==================== block 1
### Routing congestion map, block 1

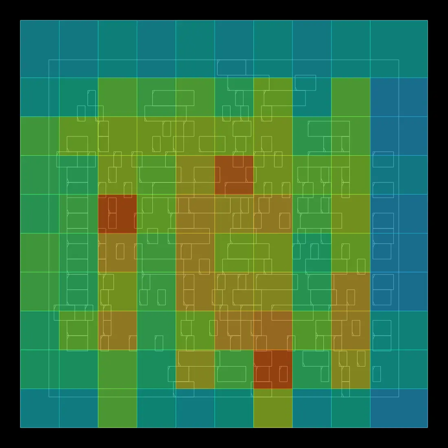

$ cat config.mk
export PLATFORM = sky130hd
export DESIGN_NAME = adder_arbiter_flat
export DESIGN_NICKNAME = d
export VERILOG_FILES = /design/src/rtl/adder_arbiter_pkg.sv /design/src/rtl/adder_arbiter_if.sv /design/src/rtl/adder_arbiter_rr_pick.sv /design/src/rtl/adder_arbiter.sv /design/src/flat_wrapper.sv
export SDC_FILE = /design/constraint.sdc
export NUM_CORES = 1
export LEC_CHECK = 0
export ABC_AREA = 1
export CAP_MARGIN = 20
export CELL_PAD_IN_SITES_DETAIL_PLACEMENT = 2
export CELL_PAD_IN_SITES_GLOBAL_PLACEMENT = 2
export CORE_MARGIN = 5
export CORE_UTILIZATION = 23
export CTS_CLUSTER_SIZE = 30
export DETAILED_ROUTE_END_ITERATION = 8
export GPL_TIMING_DRIVEN = 0
export PLACE_DENSITY = 0.77
export SLEW_MARGIN = 25
export SYNTH_ARGS = -nofsm -noshare
export SYNTH_HDL_FRONTEND = slang
export SYNTH_SLANG_ARGS = --single-unit
$ cat constraint.sdc
create_clock -name Clk -period 1.8 [get_ports Clk]
set_input_delay 0.36 -clock Clk [delete_from_list [all_inputs] [get_ports Clk]]
set_output_delay 0.36 -clock Clk [all_outputs]
set_load 0.02 [all_outputs]
$ cat src/rtl/adder_arbiter_pkg.sv
// Shared definitions for the adder_arbiter block.
//   state_t       : FSM state encoding (IDLE, GRANT, EXEC, DONE)
//   DEFAULT_WIDTH : default operand/sum width in bits
package adder_arbiter_pkg;

    localparam int unsigned DEFAULT_WIDTH = 4;

    typedef enum logic [1:0] {
        IDLE  = 2'd0,
        GRANT = 2'd1,
        EXEC  = 2'd2,
        DONE  = 2'd3
    } state_t;

endpackage

$ cat src/rtl/adder_arbiter_if.sv
// Requester-side bus of the adder_arbiter.
//   Req0/Req1         : level requests from requester 0/1
//   A0/B0, A1/B1      : operands of requester 0/1
//   Gnt0/Gnt1         : one-cycle grant pulses
//   Sum/Overflow      : result of the last completed addition
//   Valid0/Valid1     : one-cycle result-valid pulses per requester
//   Busy              : arbiter is not idle
// master = requester side (testbench), slave = arbiter side.
interface adder_arbiter_if
    import adder_arbiter_pkg::*;
#(
    parameter int unsigned WIDTH = DEFAULT_WIDTH
);

    logic             Req0;
    logic             Req1;
    logic [WIDTH-1:0] A0;
    logic [WIDTH-1:0] B0;
    logic [WIDTH-1:0] A1;
    logic [WIDTH-1:0] B1;
    logic             Gnt0;
    logic             Gnt1;
    logic [WIDTH-1:0] Sum;
    logic             Overflow;
    logic             Valid0;
    logic             Valid1;
    logic             Busy;

    modport master (
        output Req0, Req1, A0, B0, A1, B1,
        input  Gnt0, Gnt1, Sum, Overflow, Valid0, Valid1, Busy
    );

    modport slave (
        input  Req0, Req1, A0, B0, A1, B1,
        output Gnt0, Gnt1, Sum, Overflow, Valid0, Valid1, Busy
    );

endinterface

$ cat src/rtl/adder_arbiter_rr_pick.sv
// Combinational two-way round-robin picker.
//   req0/req1 : requests
//   last      : index of the requester served last
//   valid     : at least one request is present
//   idx       : winning requester index
module rr_pick (
    input  logic req0,
    input  logic req1,
    input  logic last,
    output logic valid,
    output logic idx
);

    always_comb begin
        valid = req0 | req1;
        idx   = 1'b0;
        if (req0 && req1) begin
            // Tie: the requester not served last wins.
            idx = ~last;
        end else begin
            idx = req1;
        end
    end

endmodule

$ cat src/rtl/adder_arbiter.sv
// Two-requester round-robin arbiter in front of a single registered adder.
//   Clk   : sole clock, rising edge
//   Reset : synchronous, active-high
//   bus   : adder_arbiter_if.slave (requests, operands, grants, result)
// Each service takes GRANT -> EXEC -> DONE; requests are only sampled in
// IDLE and DONE, giving one result every three cycles when back-to-back.
module adder_arbiter
    import adder_arbiter_pkg::*;
#(
    parameter int unsigned WIDTH = DEFAULT_WIDTH
) (
    input logic          Clk,
    input logic          Reset,
    adder_arbiter_if.slave bus
);

    state_t           state;
    state_t           state_next;
    logic [WIDTH-1:0] op_a;
    logic [WIDTH-1:0] op_b;
    logic [WIDTH-1:0] sum_q;
    logic             ovf_q;
    // Last-served pointer; it is also the recorded winner of the
    // operation in flight, since both update on entry to GRANT.
    logic             last;
    logic             pick_valid;
    logic             pick_idx;
    logic             sample;

    rr_pick u_pick (
        .req0  (bus.Req0),
        .req1  (bus.Req1),
        .last  (last),
        .valid (pick_valid),
        .idx   (pick_idx)
    );

    always_comb begin
        state_next = state;
        sample     = 1'b0;
        case (state)
            IDLE, DONE: begin
                sample     = 1'b1;
                state_next = pick_valid ? GRANT : IDLE;
            end
            GRANT:   state_next = EXEC;
            EXEC:    state_next = DONE;
            default: state_next = IDLE;
        endcase
    end

    always_ff @(posedge Clk) begin
        if (Reset) begin
            state <= IDLE;
            op_a  <= '0;
            op_b  <= '0;
            last  <= 1'b1;
            sum_q <= '0;
            ovf_q <= 1'b0;
        end else begin
            state <= state_next;
            if (sample && pick_valid) begin
                op_a <= pick_idx ? bus.A1 : bus.A0;
                op_b <= pick_idx ? bus.B1 : bus.B0;
                last <= pick_idx;
            end
            if (state == EXEC) begin
                {ovf_q, sum_q} <= {1'b0, op_a} + {1'b0, op_b};
            end
        end
    end

    always_comb begin
        bus.Gnt0     = (state == GRANT) && !last;
        bus.Gnt1     = (state == GRANT) &&  last;
        bus.Valid0   = (state == DONE)  && !last;
        bus.Valid1   = (state == DONE)  &&  last;
        bus.Busy     = (state != IDLE);
        bus.Sum      = sum_q;
        bus.Overflow = ovf_q;
    end

endmodule

$ cat src/flat_wrapper.sv
// flat-port wrapper written by rule: the top's interface ports become plain ports
module adder_arbiter_flat import adder_arbiter_pkg::*;
#(
    parameter int unsigned WIDTH = DEFAULT_WIDTH
)
  (Clk, Reset, bus_Req0, bus_Req1, bus_A0, bus_B0, bus_A1, bus_B1, bus_Gnt0, bus_Gnt1, bus_Sum, bus_Overflow, bus_Valid0, bus_Valid1, bus_Busy);
  adder_arbiter_if #(.WIDTH(WIDTH)) bus_i ();
  input logic Clk;
  input logic Reset;
  input wire logic [$bits(bus_i.Req0)-1:0] bus_Req0;
  input wire logic [$bits(bus_i.Req1)-1:0] bus_Req1;
  input wire logic [$bits(bus_i.A0)-1:0] bus_A0;
  input wire logic [$bits(bus_i.B0)-1:0] bus_B0;
  input wire logic [$bits(bus_i.A1)-1:0] bus_A1;
  input wire logic [$bits(bus_i.B1)-1:0] bus_B1;
  output wire logic [$bits(bus_i.Gnt0)-1:0] bus_Gnt0;
  output wire logic [$bits(bus_i.Gnt1)-1:0] bus_Gnt1;
  output wire logic [$bits(bus_i.Sum)-1:0] bus_Sum;
  output wire logic [$bits(bus_i.Overflow)-1:0] bus_Overflow;
  output wire logic [$bits(bus_i.Valid0)-1:0] bus_Valid0;
  output wire logic [$bits(bus_i.Valid1)-1:0] bus_Valid1;
  output wire logic [$bits(bus_i.Busy)-1:0] bus_Busy;
  assign bus_i.Req0 = bus_Req0;
  assign bus_i.Req1 = bus_Req1;
  assign bus_i.A0 = bus_A0;
  assign bus_i.B0 = bus_B0;
  assign bus_i.A1 = bus_A1;
  assign bus_i.B1 = bus_B1;
  assign bus_Gnt0 = bus_i.Gnt0;
  assign bus_Gnt1 = bus_i.Gnt1;
  assign bus_Sum = bus_i.Sum;
  assign bus_Overflow = bus_i.Overflow;
  assign bus_Valid0 = bus_i.Valid0;
  assign bus_Valid1 = bus_i.Valid1;
  assign bus_Busy = bus_i.Busy;
  adder_arbiter #(.WIDTH(WIDTH)) u_core (.Clk(Clk), .Reset(Reset), .bus(bus_i));
endmodule
==================== block 2
File: src/rtl/cordic_pkg.sv
// Shared constants, arctangent table, FSM states and the x/y/z vector type
// for the iterative Q8.24 CORDIC rotator.
package cordic_pkg;

  localparam int ITER = 24;

  localparam logic signed [31:0] K    = 32'sh009B74EE;
  localparam logic signed [31:0] PI_2 = 32'sh01921FB5;
  localparam logic signed [31:0] PI_4 = 32'sh00C90FDB;

  // round(atan(2^-i) * 2^24)
  localparam logic signed [31:0] atan_tab [ITER] = '{
    32'sh00C90FDB, 32'sh0076B19C, 32'sh003EB6EC, 32'sh001FD5BB,
    32'sh000FFAAE, 32'sh0007FF55, 32'sh0003FFEB, 32'sh0001FFFD,
    32'sh00010000, 32'sh00008000, 32'sh00004000, 32'sh00002000,
    32'sh00001000, 32'sh00000800, 32'sh00000400, 32'sh00000200,
    32'sh00000100, 32'sh00000080, 32'sh00000040, 32'sh00000020,
    32'sh00000010, 32'sh00000008, 32'sh00000004, 32'sh00000002
  };

  typedef enum logic [1:0] {ST_IDLE, ST_LOAD, ST_ITER, ST_DONE} state_t;

  typedef struct packed {
    logic signed [31:0] x;
    logic signed [31:0] y;
    logic signed [31:0] z;
  } vec_t;

endpackage

File: src/rtl/cordic_stage.sv
// One combinational rotation-mode micro-rotation: (x, y, z, i) -> next (x, y, z).
module cordic_stage
  import cordic_pkg::*;
(
  input  vec_t       cur,
  input  logic [4:0] idx,
  output vec_t       nxt
);

  logic signed [31:0] xs, ys, at;

  always_comb begin
    xs = $signed(cur.x) >>> idx;
    ys = $signed(cur.y) >>> idx;
    at = (idx < 5'(ITER)) ? atan_tab[idx] : '0;
    if (cur.z[31]) begin
      nxt.x = cur.x + ys;
      nxt.y = cur.y - xs;
      nxt.z = cur.z + at;
    end else begin
      nxt.x = cur.x - ys;
      nxt.y = cur.y + xs;
      nxt.z = cur.z - at;
    end
  end

endmodule

File: src/rtl/cordic.sv
// Iterative CORDIC rotator: one conversion per reset release, cos/sin of ang_i
// in Q8.24, ready held high from completion until the next reset.
module cordic
  import cordic_pkg::*;
(
  input  logic               clk,
  input  logic               rstn,
  input  logic               en,
  input  logic signed [31:0] ang_i,
  output logic               ready,
  output logic signed [31:0] cos_o,
  output logic signed [31:0] sin_o
);

  state_t     state, nxt_state;
  vec_t       cur, step;
  logic [4:0] i;
  logic       iter_left;

  assign iter_left = (i < 5'(ITER));

  cordic_stage u_stage (
    .cur (cur),
    .idx (i),
    .nxt (step)
  );

  always_ff @(posedge clk or negedge rstn) begin
    if (!rstn)   state <= ST_IDLE;
    else if (en) state <= nxt_state;
  end

  always_comb begin
    nxt_state = state;
    case (state)
      ST_IDLE: nxt_state = ST_LOAD;
      ST_LOAD: nxt_state = ST_ITER;
      ST_ITER: if (!iter_left) nxt_state = ST_DONE;
      ST_DONE: nxt_state = ST_DONE;
      default: nxt_state = ST_IDLE;
    endcase
  end

  // LOAD holds freshly loaded operands, so it already performs iteration 0;
  // this keeps the edge count at load + 24 rotations + done = 26.
  always_ff @(posedge clk or negedge rstn) begin
    if (!rstn) begin
      cur   <= '0;
      i     <= '0;
      ready <= 1'b0;
      cos_o <= '0;
      sin_o <= '0;
    end else if (en) begin
      case (state)
        ST_IDLE: begin
          cur.x <= K;
          cur.y <= '0;
          cur.z <= ang_i;
          i     <= '0;
        end
        ST_LOAD, ST_ITER: begin
          if (iter_left) begin
            cur <= step;
            i   <= i + 5'd1;
          end else begin
            cos_o <= cur.x;
            sin_o <= cur.y;
            ready <= 1'b1;
          end
        end
        default: ;
      endcase
    end
  end

endmodule

File: config.mk
export PLATFORM = sky130hd
export DESIGN_NAME = cordic
export DESIGN_NICKNAME = d
export VERILOG_FILES = /design/src/rtl/cordic_pkg.sv /design/src/rtl/cordic_stage.sv /design/src/rtl/cordic.sv
export SDC_FILE = /design/constraint.sdc
export NUM_CORES = 1
export LEC_CHECK = 0
export CAP_MARGIN = 20
export CORE_ASPECT_RATIO = 1.25
export CORE_MARGIN = 2
export CORE_UTILIZATION = 50
export CTS_CLUSTER_DIAMETER = 40
export DETAILED_ROUTE_END_ITERATION = 12
export PLACE_DENSITY_LB_ADDON = 0.1
export SYNTH_ARGS = -nofsm -noshare
export SYNTH_HDL_FRONTEND = slang
export SYNTH_SLANG_ARGS = --single-unit
File: constraint.sdc
create_clock -name clk -period 6.9 [get_ports clk]
set_input_delay 0.69 -clock clk [delete_from_list [all_inputs] [get_ports clk]]
set_output_delay 0.69 -clock clk [all_outputs]
set_load 0.05 [all_outputs]
==================== block 3
`src/rtl/keypad_scanner_if.sv`:
```
// Key hand-off between the keypad scanner (master) and its consumer (slave).
interface keypad_scanner_if;
  logic [3:0] KeyCode;
  logic       KeyValid;
  logic       KeyAck;
  logic       Overrun;

  modport master (output KeyCode, output KeyValid, output Overrun, input KeyAck);
  modport slave  (input KeyCode, input KeyValid, input Overrun, output KeyAck);
endinterface

```
`src/rtl/keypad_scanner.sv`:
```
// 4x4 keypad column scanner with per-key debounce and a one-deep key hand-off.
// KEYPAD_DIGIT_SHIFT_EN adds a six-digit history register for the display.
//
// state    | meaning
// SCAN     | driving columns in turn, looking for any active row
// DEBOUNCE | column frozen, counting consecutive samples of the captured row
// HELD     | key accepted and emitted, waiting for it to go away
// RELEASE  | counting consecutive clear samples before scanning resumes
module keypad_scanner #(
  parameter int SCAN_DIV     = 1000,
  parameter int DEBOUNCE_CNT = 4
) (
  input  logic        Clock,
  input  logic        Reset,
  input  logic [3:0]  Rows,
  output logic [3:0]  Cols,
  keypad_scanner_if.master key_if,
  output logic [23:0] Digits,
  output logic [5:0]  DigitEnables
);

  typedef enum logic [1:0] {SCAN, DEBOUNCE, HELD, RELEASE} state_t;

  state_t      state;
  logic [3:0]  rows_meta;
  logic [3:0]  rows_sync;
  logic [15:0] dwell;
  logic [1:0]  col;
  logic [1:0]  row;
  logic [3:0]  count;

  logic        sample;
  logic        row_hit;
  logic        count_done;
  logic        emit;
  logic        accept;
  logic [3:0]  code;
  logic [1:0]  low_row;

  always_ff @(posedge Clock) begin
    if (Reset) begin
      rows_meta <= '0;
      rows_sync <= '0;
    end else begin
      rows_meta <= Rows;
      rows_sync <= rows_meta;
    end
  end

  always_ff @(posedge Clock) begin
    if (Reset)
      dwell <= '0;
    else if (sample)
      dwell <= '0;
    else
      dwell <= dwell + 16'd1;
  end

  always_comb begin
    sample     = (dwell == 16'(SCAN_DIV - 1));
    row_hit    = rows_sync[row];
    // count already includes the sample that moved us into DEBOUNCE/RELEASE
    count_done = (({1'b0, count} + 5'd1) >= 5'(DEBOUNCE_CNT));
    emit       = sample && (state == DEBOUNCE) && row_hit && count_done;
    accept     = !key_if.KeyValid || key_if.KeyAck;
    code       = {row, col};
    low_row    = 2'd3;
    if (rows_sync[2]) low_row = 2'd2;
    if (rows_sync[1]) low_row = 2'd1;
    if (rows_sync[0]) low_row = 2'd0;
  end

  assign Cols = 4'b0001 << col;

  always_ff @(posedge Clock) begin
    if (Reset) begin
      state           <= SCAN;
      col             <= '0;
      row             <= '0;
      count           <= '0;
      key_if.KeyCode  <= '0;
      key_if.KeyValid <= 1'b0;
      key_if.Overrun  <= 1'b0;
    end else begin
      case (state)
        SCAN: if (sample) begin
          if (|rows_sync) begin
            state <= DEBOUNCE;
            row   <= low_row;
            count <= 4'd1;
          end else begin
            col <= col + 2'd1;
          end
        end
        DEBOUNCE: if (sample) begin
          if (row_hit) begin
            if (count_done) begin
              state <= HELD;
              count <= '0;
            end else begin
              count <= count + 4'd1;
            end
          end else begin
            state <= SCAN;
            count <= '0;
            col   <= col + 2'd1;
          end
        end
        HELD: if (sample && !row_hit) begin
          state <= RELEASE;
          count <= 4'd1;
        end
        RELEASE: if (sample) begin
          if (!row_hit) begin
            if (count_done) begin
              state <= SCAN;
              count <= '0;
              col   <= col + 2'd1;
            end else begin
              count <= count + 4'd1;
            end
          end else begin
            state <= HELD;
            count <= '0;
          end
        end
        default: state <= SCAN;
      endcase

      if (emit) begin
        if (accept) begin
          key_if.KeyCode  <= code;
          key_if.KeyValid <= 1'b1;
          if (key_if.KeyAck && key_if.KeyValid)
            key_if.Overrun <= 1'b0;
        end else begin
          key_if.Overrun <= 1'b1;
        end
      end else if (key_if.KeyAck && key_if.KeyValid) begin
        key_if.KeyValid <= 1'b0;
        key_if.Overrun  <= 1'b0;
      end
    end
  end

`ifdef KEYPAD_DIGIT_SHIFT_EN
  // Dropped keys are still shown: the display reflects what was typed.
  always_ff @(posedge Clock) begin
    if (Reset) begin
      Digits       <= '0;
      DigitEnables <= '0;
    end else if (emit) begin
      Digits       <= {Digits[19:0], code};
      DigitEnables <= {DigitEnables[4:0], 1'b1};
    end
  end
`else
  assign Digits       = '0;
  assign DigitEnables = '0;
`endif

endmodule

```
`src/flat_wrapper.sv`:
```
// flat-port wrapper written by rule: the top's interface ports become plain ports
module keypad_scanner_flat 
#(
  parameter int SCAN_DIV     = 1000,
  parameter int DEBOUNCE_CNT = 4
)
  (Clock, Reset, Rows, Cols, Digits, DigitEnables, key_if_KeyCode, key_if_KeyValid, key_if_Overrun, key_if_KeyAck);
  keypad_scanner_if key_if_i ();
  input  logic Clock;
  input  logic Reset;
  input  logic [3:0] Rows;
  output logic [3:0] Cols;
  output logic [23:0] Digits;
  output logic [5:0] DigitEnables;
  output wire logic [$bits(key_if_i.KeyCode)-1:0] key_if_KeyCode;
  output wire logic [$bits(key_if_i.KeyValid)-1:0] key_if_KeyValid;
  output wire logic [$bits(key_if_i.Overrun)-1:0] key_if_Overrun;
  input wire logic [$bits(key_if_i.KeyAck)-1:0] key_if_KeyAck;
  assign key_if_KeyCode = key_if_i.KeyCode;
  assign key_if_KeyValid = key_if_i.KeyValid;
  assign key_if_Overrun = key_if_i.Overrun;
  assign key_if_i.KeyAck = key_if_KeyAck;
  keypad_scanner #(.SCAN_DIV(SCAN_DIV), .DEBOUNCE_CNT(DEBOUNCE_CNT)) u_core (.Clock(Clock), .Reset(Reset), .Rows(Rows), .Cols(Cols), .key_if(key_if_i), .Digits(Digits), .DigitEnables(DigitEnables));
endmodule
```
`config.mk`:
```
export PLATFORM = sky130hd
export DESIGN_NAME = keypad_scanner_flat
export DESIGN_NICKNAME = d
export VERILOG_FILES = /design/src/rtl/keypad_scanner_if.sv /design/src/rtl/keypad_scanner.sv /design/src/flat_wrapper.sv
export SDC_FILE = /design/constraint.sdc
export NUM_CORES = 1
export LEC_CHECK = 0
export CORE_MARGIN = 4
export CORE_UTILIZATION = 54
export DETAILED_ROUTE_END_ITERATION = 12
export PLACE_DENSITY_LB_ADDON = 0.1
export SYNTH_ARGS = -nofsm -noshare
export SYNTH_HDL_FRONTEND = slang
export SYNTH_SLANG_ARGS = --single-unit
```
`constraint.sdc`:
```
create_clock -name Clock -period 2.9 [get_ports Clock]
set_input_delay 0.29 -clock Clock [delete_from_list [all_inputs] [get_ports Clock]]
set_output_delay 0.29 -clock Clock [all_outputs]
set_load 0.01 [all_outputs]
```
==================== block 4
`src/rtl/decode_stage.sv`:
```
// ID stage: IF/ID register, write-through register file, branch/jump resolution with forwarding.
// Define DECODE_HAZARD_EN to build the load-use / branch-operand interlock; otherwise stall is tied low.
module decode_stage #(
    parameter int DATA_W = 32,
    parameter int PC_W   = 10,
    parameter int REG_AW = 5
) (
    input  logic              clk,
    input  logic              rst,
    input  logic              if_valid,
    input  logic [31:0]       if_instr,
    input  logic [PC_W-1:0]   if_pc1,
    input  logic              ex_we,
    input  logic              ex_memread,
    input  logic [REG_AW-1:0] ex_reg,
    input  logic              mem_we,
    input  logic              mem_memread,
    input  logic [REG_AW-1:0] mem_reg,
    input  logic [DATA_W-1:0] mem_alu_res,
    input  logic              wb_we,
    input  logic              wb_jal,
    input  logic [REG_AW-1:0] wb_reg,
    input  logic [DATA_W-1:0] wb_data,
    output logic              stall,
    output logic              pc_src,
    output logic [PC_W-1:0]   pc_target,
    output logic              id_valid,
    output logic [REG_AW-1:0] rs,
    output logic [REG_AW-1:0] rt,
    output logic [REG_AW-1:0] dest,
    output logic [4:0]        shamt,
    output logic [11:0]       ctrl,
    output logic [DATA_W-1:0] read_data1,
    output logic [DATA_W-1:0] read_data2,
    output logic [DATA_W-1:0] ext_imm
);
    localparam int NREGS = 2 ** REG_AW;

    logic              ifid_valid;
    logic [31:0]       ifid_instr;
    logic [PC_W-1:0]   ifid_pc1;
    logic [DATA_W-1:0] regs [NREGS];
    logic [REG_AW-1:0] wb_addr;
    logic [REG_AW-1:0] rd;
    logic [5:0]        opcode;
    logic [5:0]        funct;
    logic [15:0]       imm16;
    logic              is_rtype, is_jr, is_beq, is_bne, is_lw, is_sw, is_j, is_jal;
    logic [11:0]       ctrl_raw;
    logic [DATA_W-1:0] fwd_rs, fwd_rt;
    logic              eq;

    always_ff @(posedge clk) begin
        if (rst) begin
            ifid_valid <= 1'b0;
            ifid_instr <= '0;
            ifid_pc1   <= '0;
        end else if (stall) begin
            ifid_valid <= ifid_valid;
        end else if (pc_src) begin
            ifid_valid <= 1'b0;
        end else begin
            ifid_valid <= if_valid;
            ifid_instr <= if_instr;
            ifid_pc1   <= if_pc1;
        end
    end

    assign wb_addr = wb_jal ? {REG_AW{1'b1}} : wb_reg;

    always_ff @(posedge clk) begin
        if (rst) begin
            for (int i = 0; i < NREGS; i++) regs[i] <= '0;
        end else if (wb_we && wb_addr != '0) begin
            regs[wb_addr] <= wb_data;
        end
    end

    assign opcode = ifid_instr[31:26];
    assign funct  = ifid_instr[5:0];
    assign imm16  = ifid_instr[15:0];
    assign rs     = REG_AW'(ifid_instr[25:21]);
    assign rt     = REG_AW'(ifid_instr[20:16]);
    assign rd     = REG_AW'(ifid_instr[15:11]);
    assign shamt  = ifid_instr[10:6];
    assign ext_imm = {{(DATA_W-16){imm16[15]}}, imm16};

    // Reads of the register being written this cycle see the new value.
    always_comb begin
        read_data1 = regs[rs];
        read_data2 = regs[rt];
        if (wb_we && wb_addr == rs) read_data1 = wb_data;
        if (wb_we && wb_addr == rt) read_data2 = wb_data;
        if (rs == '0) read_data1 = '0;
        if (rt == '0) read_data2 = '0;
    end

    always_comb begin
        fwd_rs = read_data1;
        fwd_rt = read_data2;
        if (mem_we && mem_reg != '0 && mem_reg == rs && !mem_memread) fwd_rs = mem_alu_res;
        else if (wb_we && wb_addr == rs && rs != '0)                  fwd_rs = wb_data;
        if (mem_we && mem_reg != '0 && mem_reg == rt && !mem_memread) fwd_rt = mem_alu_res;
        else if (wb_we && wb_addr == rt && rt != '0)                  fwd_rt = wb_data;
    end

    assign is_rtype = (opcode == 6'h00);
    assign is_jr    = is_rtype && (funct == 6'h08);
    assign is_beq   = (opcode == 6'h04);
    assign is_bne   = (opcode == 6'h05);
    assign is_lw    = (opcode == 6'h23);
    assign is_sw    = (opcode == 6'h2B);
    assign is_j     = (opcode == 6'h02);
    assign is_jal   = (opcode == 6'h03);
    assign eq       = (fwd_rs == fwd_rt);

    // {RegDst,Branch,MemRead,MemtoReg,MemWrite,RegWrite,ALUSrc,jal,ALUOp[3:0]}
    always_comb begin
        ctrl_raw = 12'h000;
        case (opcode)
            6'h00:   ctrl_raw = is_jr ? 12'h000 : 12'h842;
            6'h23:   ctrl_raw = 12'h360;
            6'h2B:   ctrl_raw = 12'h0A0;
            6'h04,
            6'h05:   ctrl_raw = 12'h401;
            6'h03:   ctrl_raw = 12'h050;
            6'h08:   ctrl_raw = 12'h060;
            6'h0A:   ctrl_raw = 12'h065;
            6'h0C:   ctrl_raw = 12'h063;
            6'h0D:   ctrl_raw = 12'h064;
            6'h0F:   ctrl_raw = 12'h066;
            default: ctrl_raw = 12'h000;
        endcase
    end

    assign dest = ctrl_raw[11] ? rd : rt;

`ifdef DECODE_HAZARD_EN
    logic rt_src, cmp_rs, cmp_rt, load_use, br_ex, br_mem;

    always_comb begin
        rt_src   = is_rtype || is_beq || is_bne || is_sw;
        cmp_rs   = is_beq || is_bne || is_jr;
        cmp_rt   = is_beq || is_bne;
        load_use = ex_memread && ex_reg != '0 &&
                   (ex_reg == rs || (rt_src && ex_reg == rt));
        br_ex    = ex_we && ex_reg != '0 &&
                   ((cmp_rs && ex_reg == rs) || (cmp_rt && ex_reg == rt));
        br_mem   = mem_memread && mem_reg != '0 &&
                   ((cmp_rs && mem_reg == rs) || (cmp_rt && mem_reg == rt));
    end

    assign stall = ifid_valid && (load_use || br_ex || br_mem);
`else
    logic unused_ex;
    assign unused_ex = ^{ex_we, ex_memread, ex_reg, is_lw};
    assign stall     = 1'b0;
`endif

    assign id_valid = ifid_valid && !stall;
    assign ctrl     = id_valid ? ctrl_raw : 12'h000;
    assign pc_src   = id_valid &&
                      ((is_beq && eq) || (is_bne && !eq) || is_j || is_jal || is_jr);

    always_comb begin
        pc_target = ifid_pc1 + imm16[PC_W-1:0];
        if (is_j || is_jal) pc_target = ifid_instr[PC_W-1:0];
        else if (is_jr)     pc_target = fwd_rs[PC_W-1:0];
    end
endmodule

```
`config.mk`:
```
export PLATFORM = sky130hd
export DESIGN_NAME = decode_stage
export DESIGN_NICKNAME = d
export VERILOG_FILES = /design/src/rtl/decode_stage.sv
export SDC_FILE = /design/constraint.sdc
export NUM_CORES = 2
export LEC_CHECK = 0
export CORE_UTILIZATION = 38
export DETAILED_ROUTE_END_ITERATION = 10
export PLACE_DENSITY = 0.67
export SLEW_MARGIN = 0
export SYNTH_ARGS = -nofsm -noshare
export SYNTH_HDL_FRONTEND = slang
export SYNTH_SLANG_ARGS = --single-unit
```
`constraint.sdc`:
```
create_clock -name clk -period 8.6 [get_ports clk]
set_clock_uncertainty 0.15 [all_clocks]
set_input_delay 2.58 -clock clk [delete_from_list [all_inputs] [get_ports clk]]
set_output_delay 2.58 -clock clk [all_outputs]
set_load 0.05 [all_outputs]
```
### Cell classes on the final placement, block 1

Bar = 20 um.
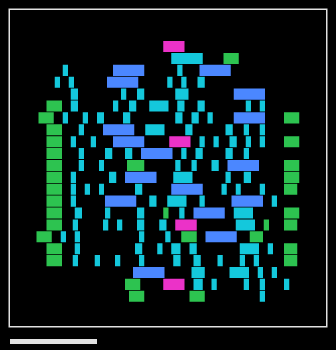
Magenta shows clock drivers and dummy loads, cells 4, share of their area 4.5%. Cyan shows all other logic, cells 110, share of their area 45%. Blue shows flip-flops, cells 16, share of their area 26%. Green shows other buffers and delay cells, cells 32, share of their area 25%.
Seq/total area: 0.248
fin area: 0.00129 mm^2
site row count: 22

## Picture notes: 'Routing congestion map' of block 1
Finished Core Util: 0.347
met2 usage in global routing: 0.185

==> reports/qor.csv, block 1 <==
stage,metric,value,unit
cells_and_area,"Buffers, non-clock",32,
detailed_routing,metal3 WL,141,um
synthesis,Synth Area per Inst,6.92,um^2
synthesis,yosys cell count,129,
final_timing,Final setup viols,0,
setup_path,worst path bufs/invs,3,
synthesis,yosys synthesis chip area,892,um^2
final_timing,min cycle time layout,1670,ps
setup_path,critical path required time,1440,ps
placed_design,Final HPWL DP,2.11,mm
synthesis,Synth top cell by count,nand2_1,
global_routing,met3 Track Usage GR,0.0249,
status,status,finished clean,
## block 1: final timing paths
path | cells after the start | endpoint | slack, ps | start
max | 5 | bus_Gnt0 | 130 | u_core.state[1]$_SDFF_PP0_
max reg2reg | 9 | u_core.op_a[1]$_SDFFE_PP0P_ | 280 | u_core.state[0]$_SDFF_PP0_
min | 2 | u_core.bus.Sum[0]$_SDFFE_PP0P_ | 530 | u_core.bus.Sum[0]$_SDFFE_PP0P_
min reg2reg | 2 | u_core.bus.Sum[0]$_SDFFE_PP0P_ | 530 | u_core.bus.Sum[0]$_SDFFE_PP0P_
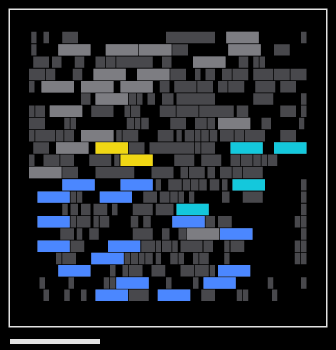
*Register map, names as in the netlist, block 3*
Bar = 20 um. Other sequential cells in the stronger grey, the rest of the logic in the fainter grey.
Yellow shows u_core.row, sequential cells 2. Blue shows u_core.dwell, sequential cells 16. Cyan shows u_core.count, sequential cells 4, where right middle.
Another 18 sequential cells are not coloured.
Seq/total area: 0.352
storage element area: 801 um^2
Finished Core Util: 0.617

==> reports/qor.csv, block 3 <==
stage,metric,value,unit
cts,PostCTS Resize Cnt,0,
detailed_routing,M1 wire length,1.52,mm
synthesis,yosys synthesis chip area,0.00208,mm^2
global_routing,grt total ovfl,0,
setup_path,worst-case reg-to-reg path depth,6,
floorplan,die height,70.0,um
final_timing,min cycle time layout,1910,ps
setup_path,Critical Path Source Type,flip-flop,
cells_and_area,Gate Area,0.00111,mm^2
cts,Worst-path clk slew,70,ps
synthesis,Dominant cell area share,0.385,
final_timing,Slew HR,0.596,
status,status,finished clean,
placed_design,GP Congestion,0.853,
floorplan,core area,0.00369,mm^2
detailed_routing,top sig layer,met4,
placed_design,Final HPWL DP,2.60,mm
global_routing,first-pass GRT wire length,6.04,mm
final_timing,f_max,0.525,GHz
synthesis,Post-synth seq share,0.385,
setup_path,worst r2r src,u_core.dwell[0]$_SDFF_PP0_,
cts,postcts setup bufs,0,
min_path,Hold Crit Start,u_core.rows_meta[1]$_SDFF_PP0_,
synthesis,ys flops,40,
final_timing,RSZ-0062 raised after global routing,no,
-- block 3: sequential cells by signal, summed over array words and instances, names as in the netlist, named ones only --
signal,cells
u_core.row,2
u_core.count,4
u_core.rows_meta,4
u_core.rows_sync,4
u_core.key_if.KeyCode,4
u_core.dwell,16
u_core.state,1
u_core.key_if.Overrun,1
u_core.key_if.KeyValid,1
u_core.col,2
-- block 3: kinds of logic after synthesis --
kind of cell    synth area share
flops                      0.385
mux                       0.0494
xor+xnor                  0.0632
fa+ha+maj                 0.0421
compound gates            0.0777
other cells              0.00180
buf+inv                    0.132
simple gates               0.248
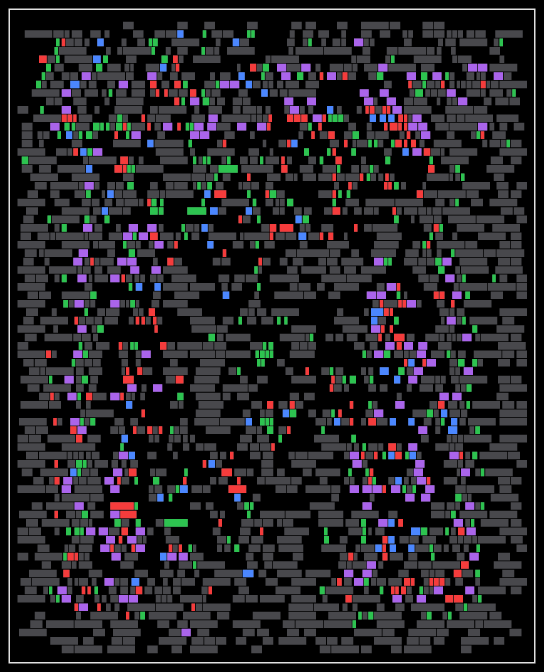
*Gate families picked out, block 2*
Red shows NOR gates, cells 203, where spread over the die. Purple shows XOR/XNOR gates, cells 153, where spread over the die. Blue shows AND and OR gates, cells 64. Green shows NAND gates, cells 254, where spread over the die.
most numerous logic cell after layout: a21oi_1
Comb/total area: 0.635
non-filler cells, final: 2,421

==> reports/qor.csv, block 2 <==
stage,metric,value,unit
status,status,finished clean,
floorplan,I/O pin cnt,100,
synthesis,yosys cell count,1926,
final_timing,Hold WS,110,ps
detailed_routing,wire per inst,22.9,um
cells_and_area,nets,2132,
run,Log Warnings,36,
cells_and_area,clock network area share,0.0311,
final_timing,fin crit share,0.935,
global_routing,largest net degree at the start of global routing,89,
floorplan,core area,0.0336,mm^2
global_routing,"Most Used Layer, Global Route",met2,
synthesis,distinct cell type count after synthesis,83,
synthesis,Main logic family,AND-OR/OR-AND gates,
cells_and_area,# fillers,3078,
synthesis,Top cells by area,"dfrtp_1, mux4_2, ha_1",
cells_and_area,Ant. Diodes,0,
setup_path,Critical Path Source Type,flip-flop,
detailed_routing,post-route ant nets,0,
synthesis,Dominant cell area share,0.247,
final_timing,setup TNS,0,ps
[block 2: per-stage QoR]
step	worst slack (ps)
floorplan	878
global placement	230
detailed placement	214
CTS	182
global route	69.7
finish	450
[block 2: flip-flops by register name, summed over array words and instances, names as in the netlist]
register	cells
cur	96
cos_o	32
sin_o	32
i	5
state	2
ready	1
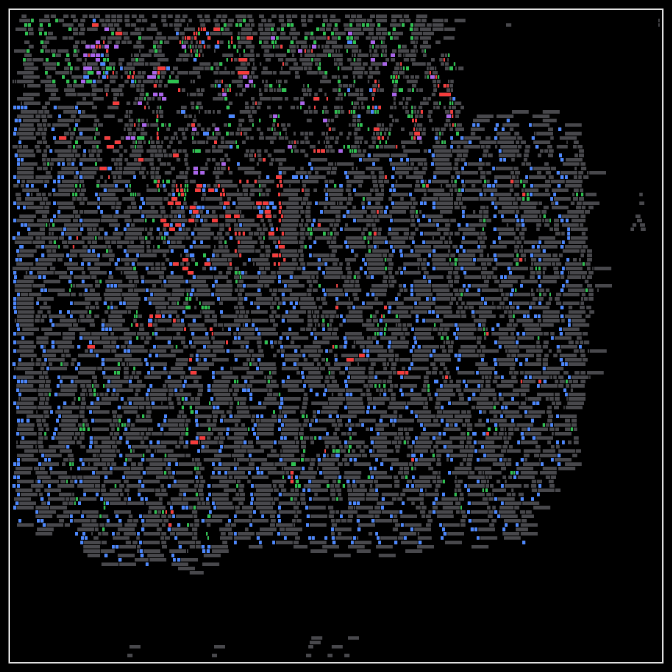
*Gate families picked out, block 4*
Purple shows XOR/XNOR gates, cells 50. Blue shows AND and OR gates, cells 1,051. Red shows NOR gates, cells 222. Green shows NAND gates, cells 452.
non-filler cells, final: 7,895
Comb/total area: 0.384
most numerous logic cell after layout: edfxtp_1

==> reports/qor.csv, block 4 <==
stage,metric,value,unit
final_timing,Hold WS,330,ps
cts,CTS H-tree lvls,3,
setup_path,CP cell instances,"buf_8, buf_6, or3_4, o22ai_4, o211ai_1, buf_4, buf_6, buf_6, buf_6, o31a_1, o21a_2, nor2_1, a21oi_1, o211ai_1, nand4_1, or4_4, o311a_4, nor3_4, buf_12, inv_12, buf_12",
synthesis,fa+ha+maj area frac,0.00212,
status,status,finished with violations,
cts,PostCTS Resize Cnt,75,
floorplan,I/O pin cnt,271,
global_routing,largest net degree at the start of global routing,85,
global_routing,met3 Track Usage GR,0.0759,
final_timing,Slew HR,0.0439,
cells_and_area,Seq/total area,0.427,
final_timing,slack of the critical path,-524,ps
status,failing checks,setup timing,
synthesis,Synth Area per Inst,11.8,um^2
detailed_routing,met2 WL,113,mm
floorplan,die width,408,um
detailed_routing,post-route ant nets,0,
global_routing,grt total ovfl,0,
cts,postcts setup bufs,7,
final_timing,Final setup viols,1,
run,Log Warnings,37,
final_timing,fin crit share,1.06,
cells_and_area,Ant. Diodes,10,
block 4: cell families after synthesis:
group / count (synthesis)
xor gates and xnor gates: 50
adders and majority gates: 10
other: 1
and+or+nand+nor: 1725
DFF: 1077
muxes: 1014
buffers and inverters: 607
AOI/OAI and AO/OA: 803


==> notes/layouts.md <==
Pictures saved along the way, in no particular order.

Cell classes on the final placement.
picture 1
Bar = 50 um.
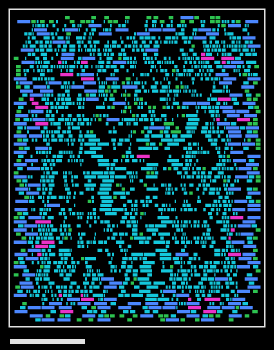
picture 2
Bar = 20 um.
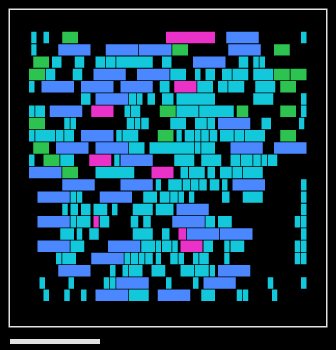
picture 3
Bar = 100 um.
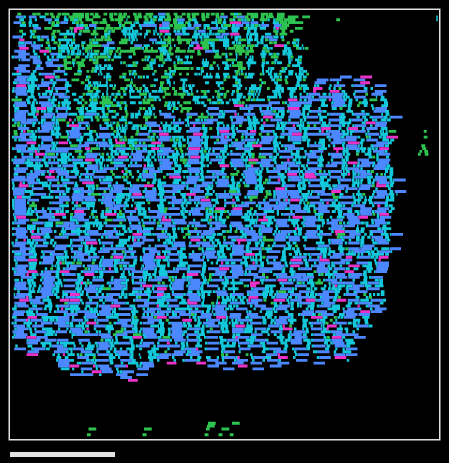
Picture 1 comes from block 2.
Picture 2 comes from block 3.
Picture 3 comes from block 4.


==> layout pictures side by side <==
Routing congestion map.
panel A
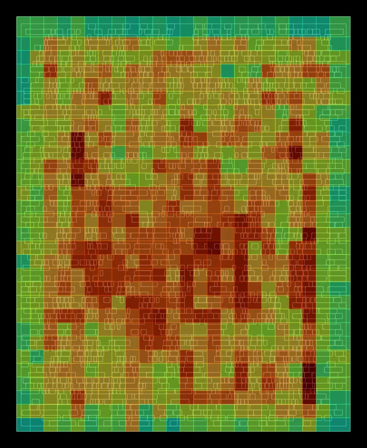
panel B
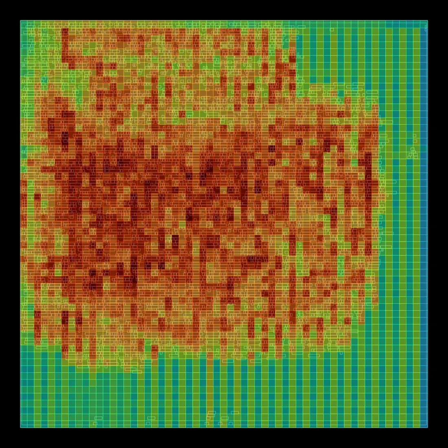
panel C
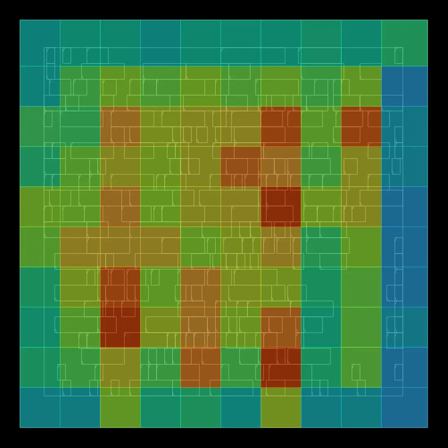
block 3 -> panel C
block 2 -> panel A
block 4 -> panel B

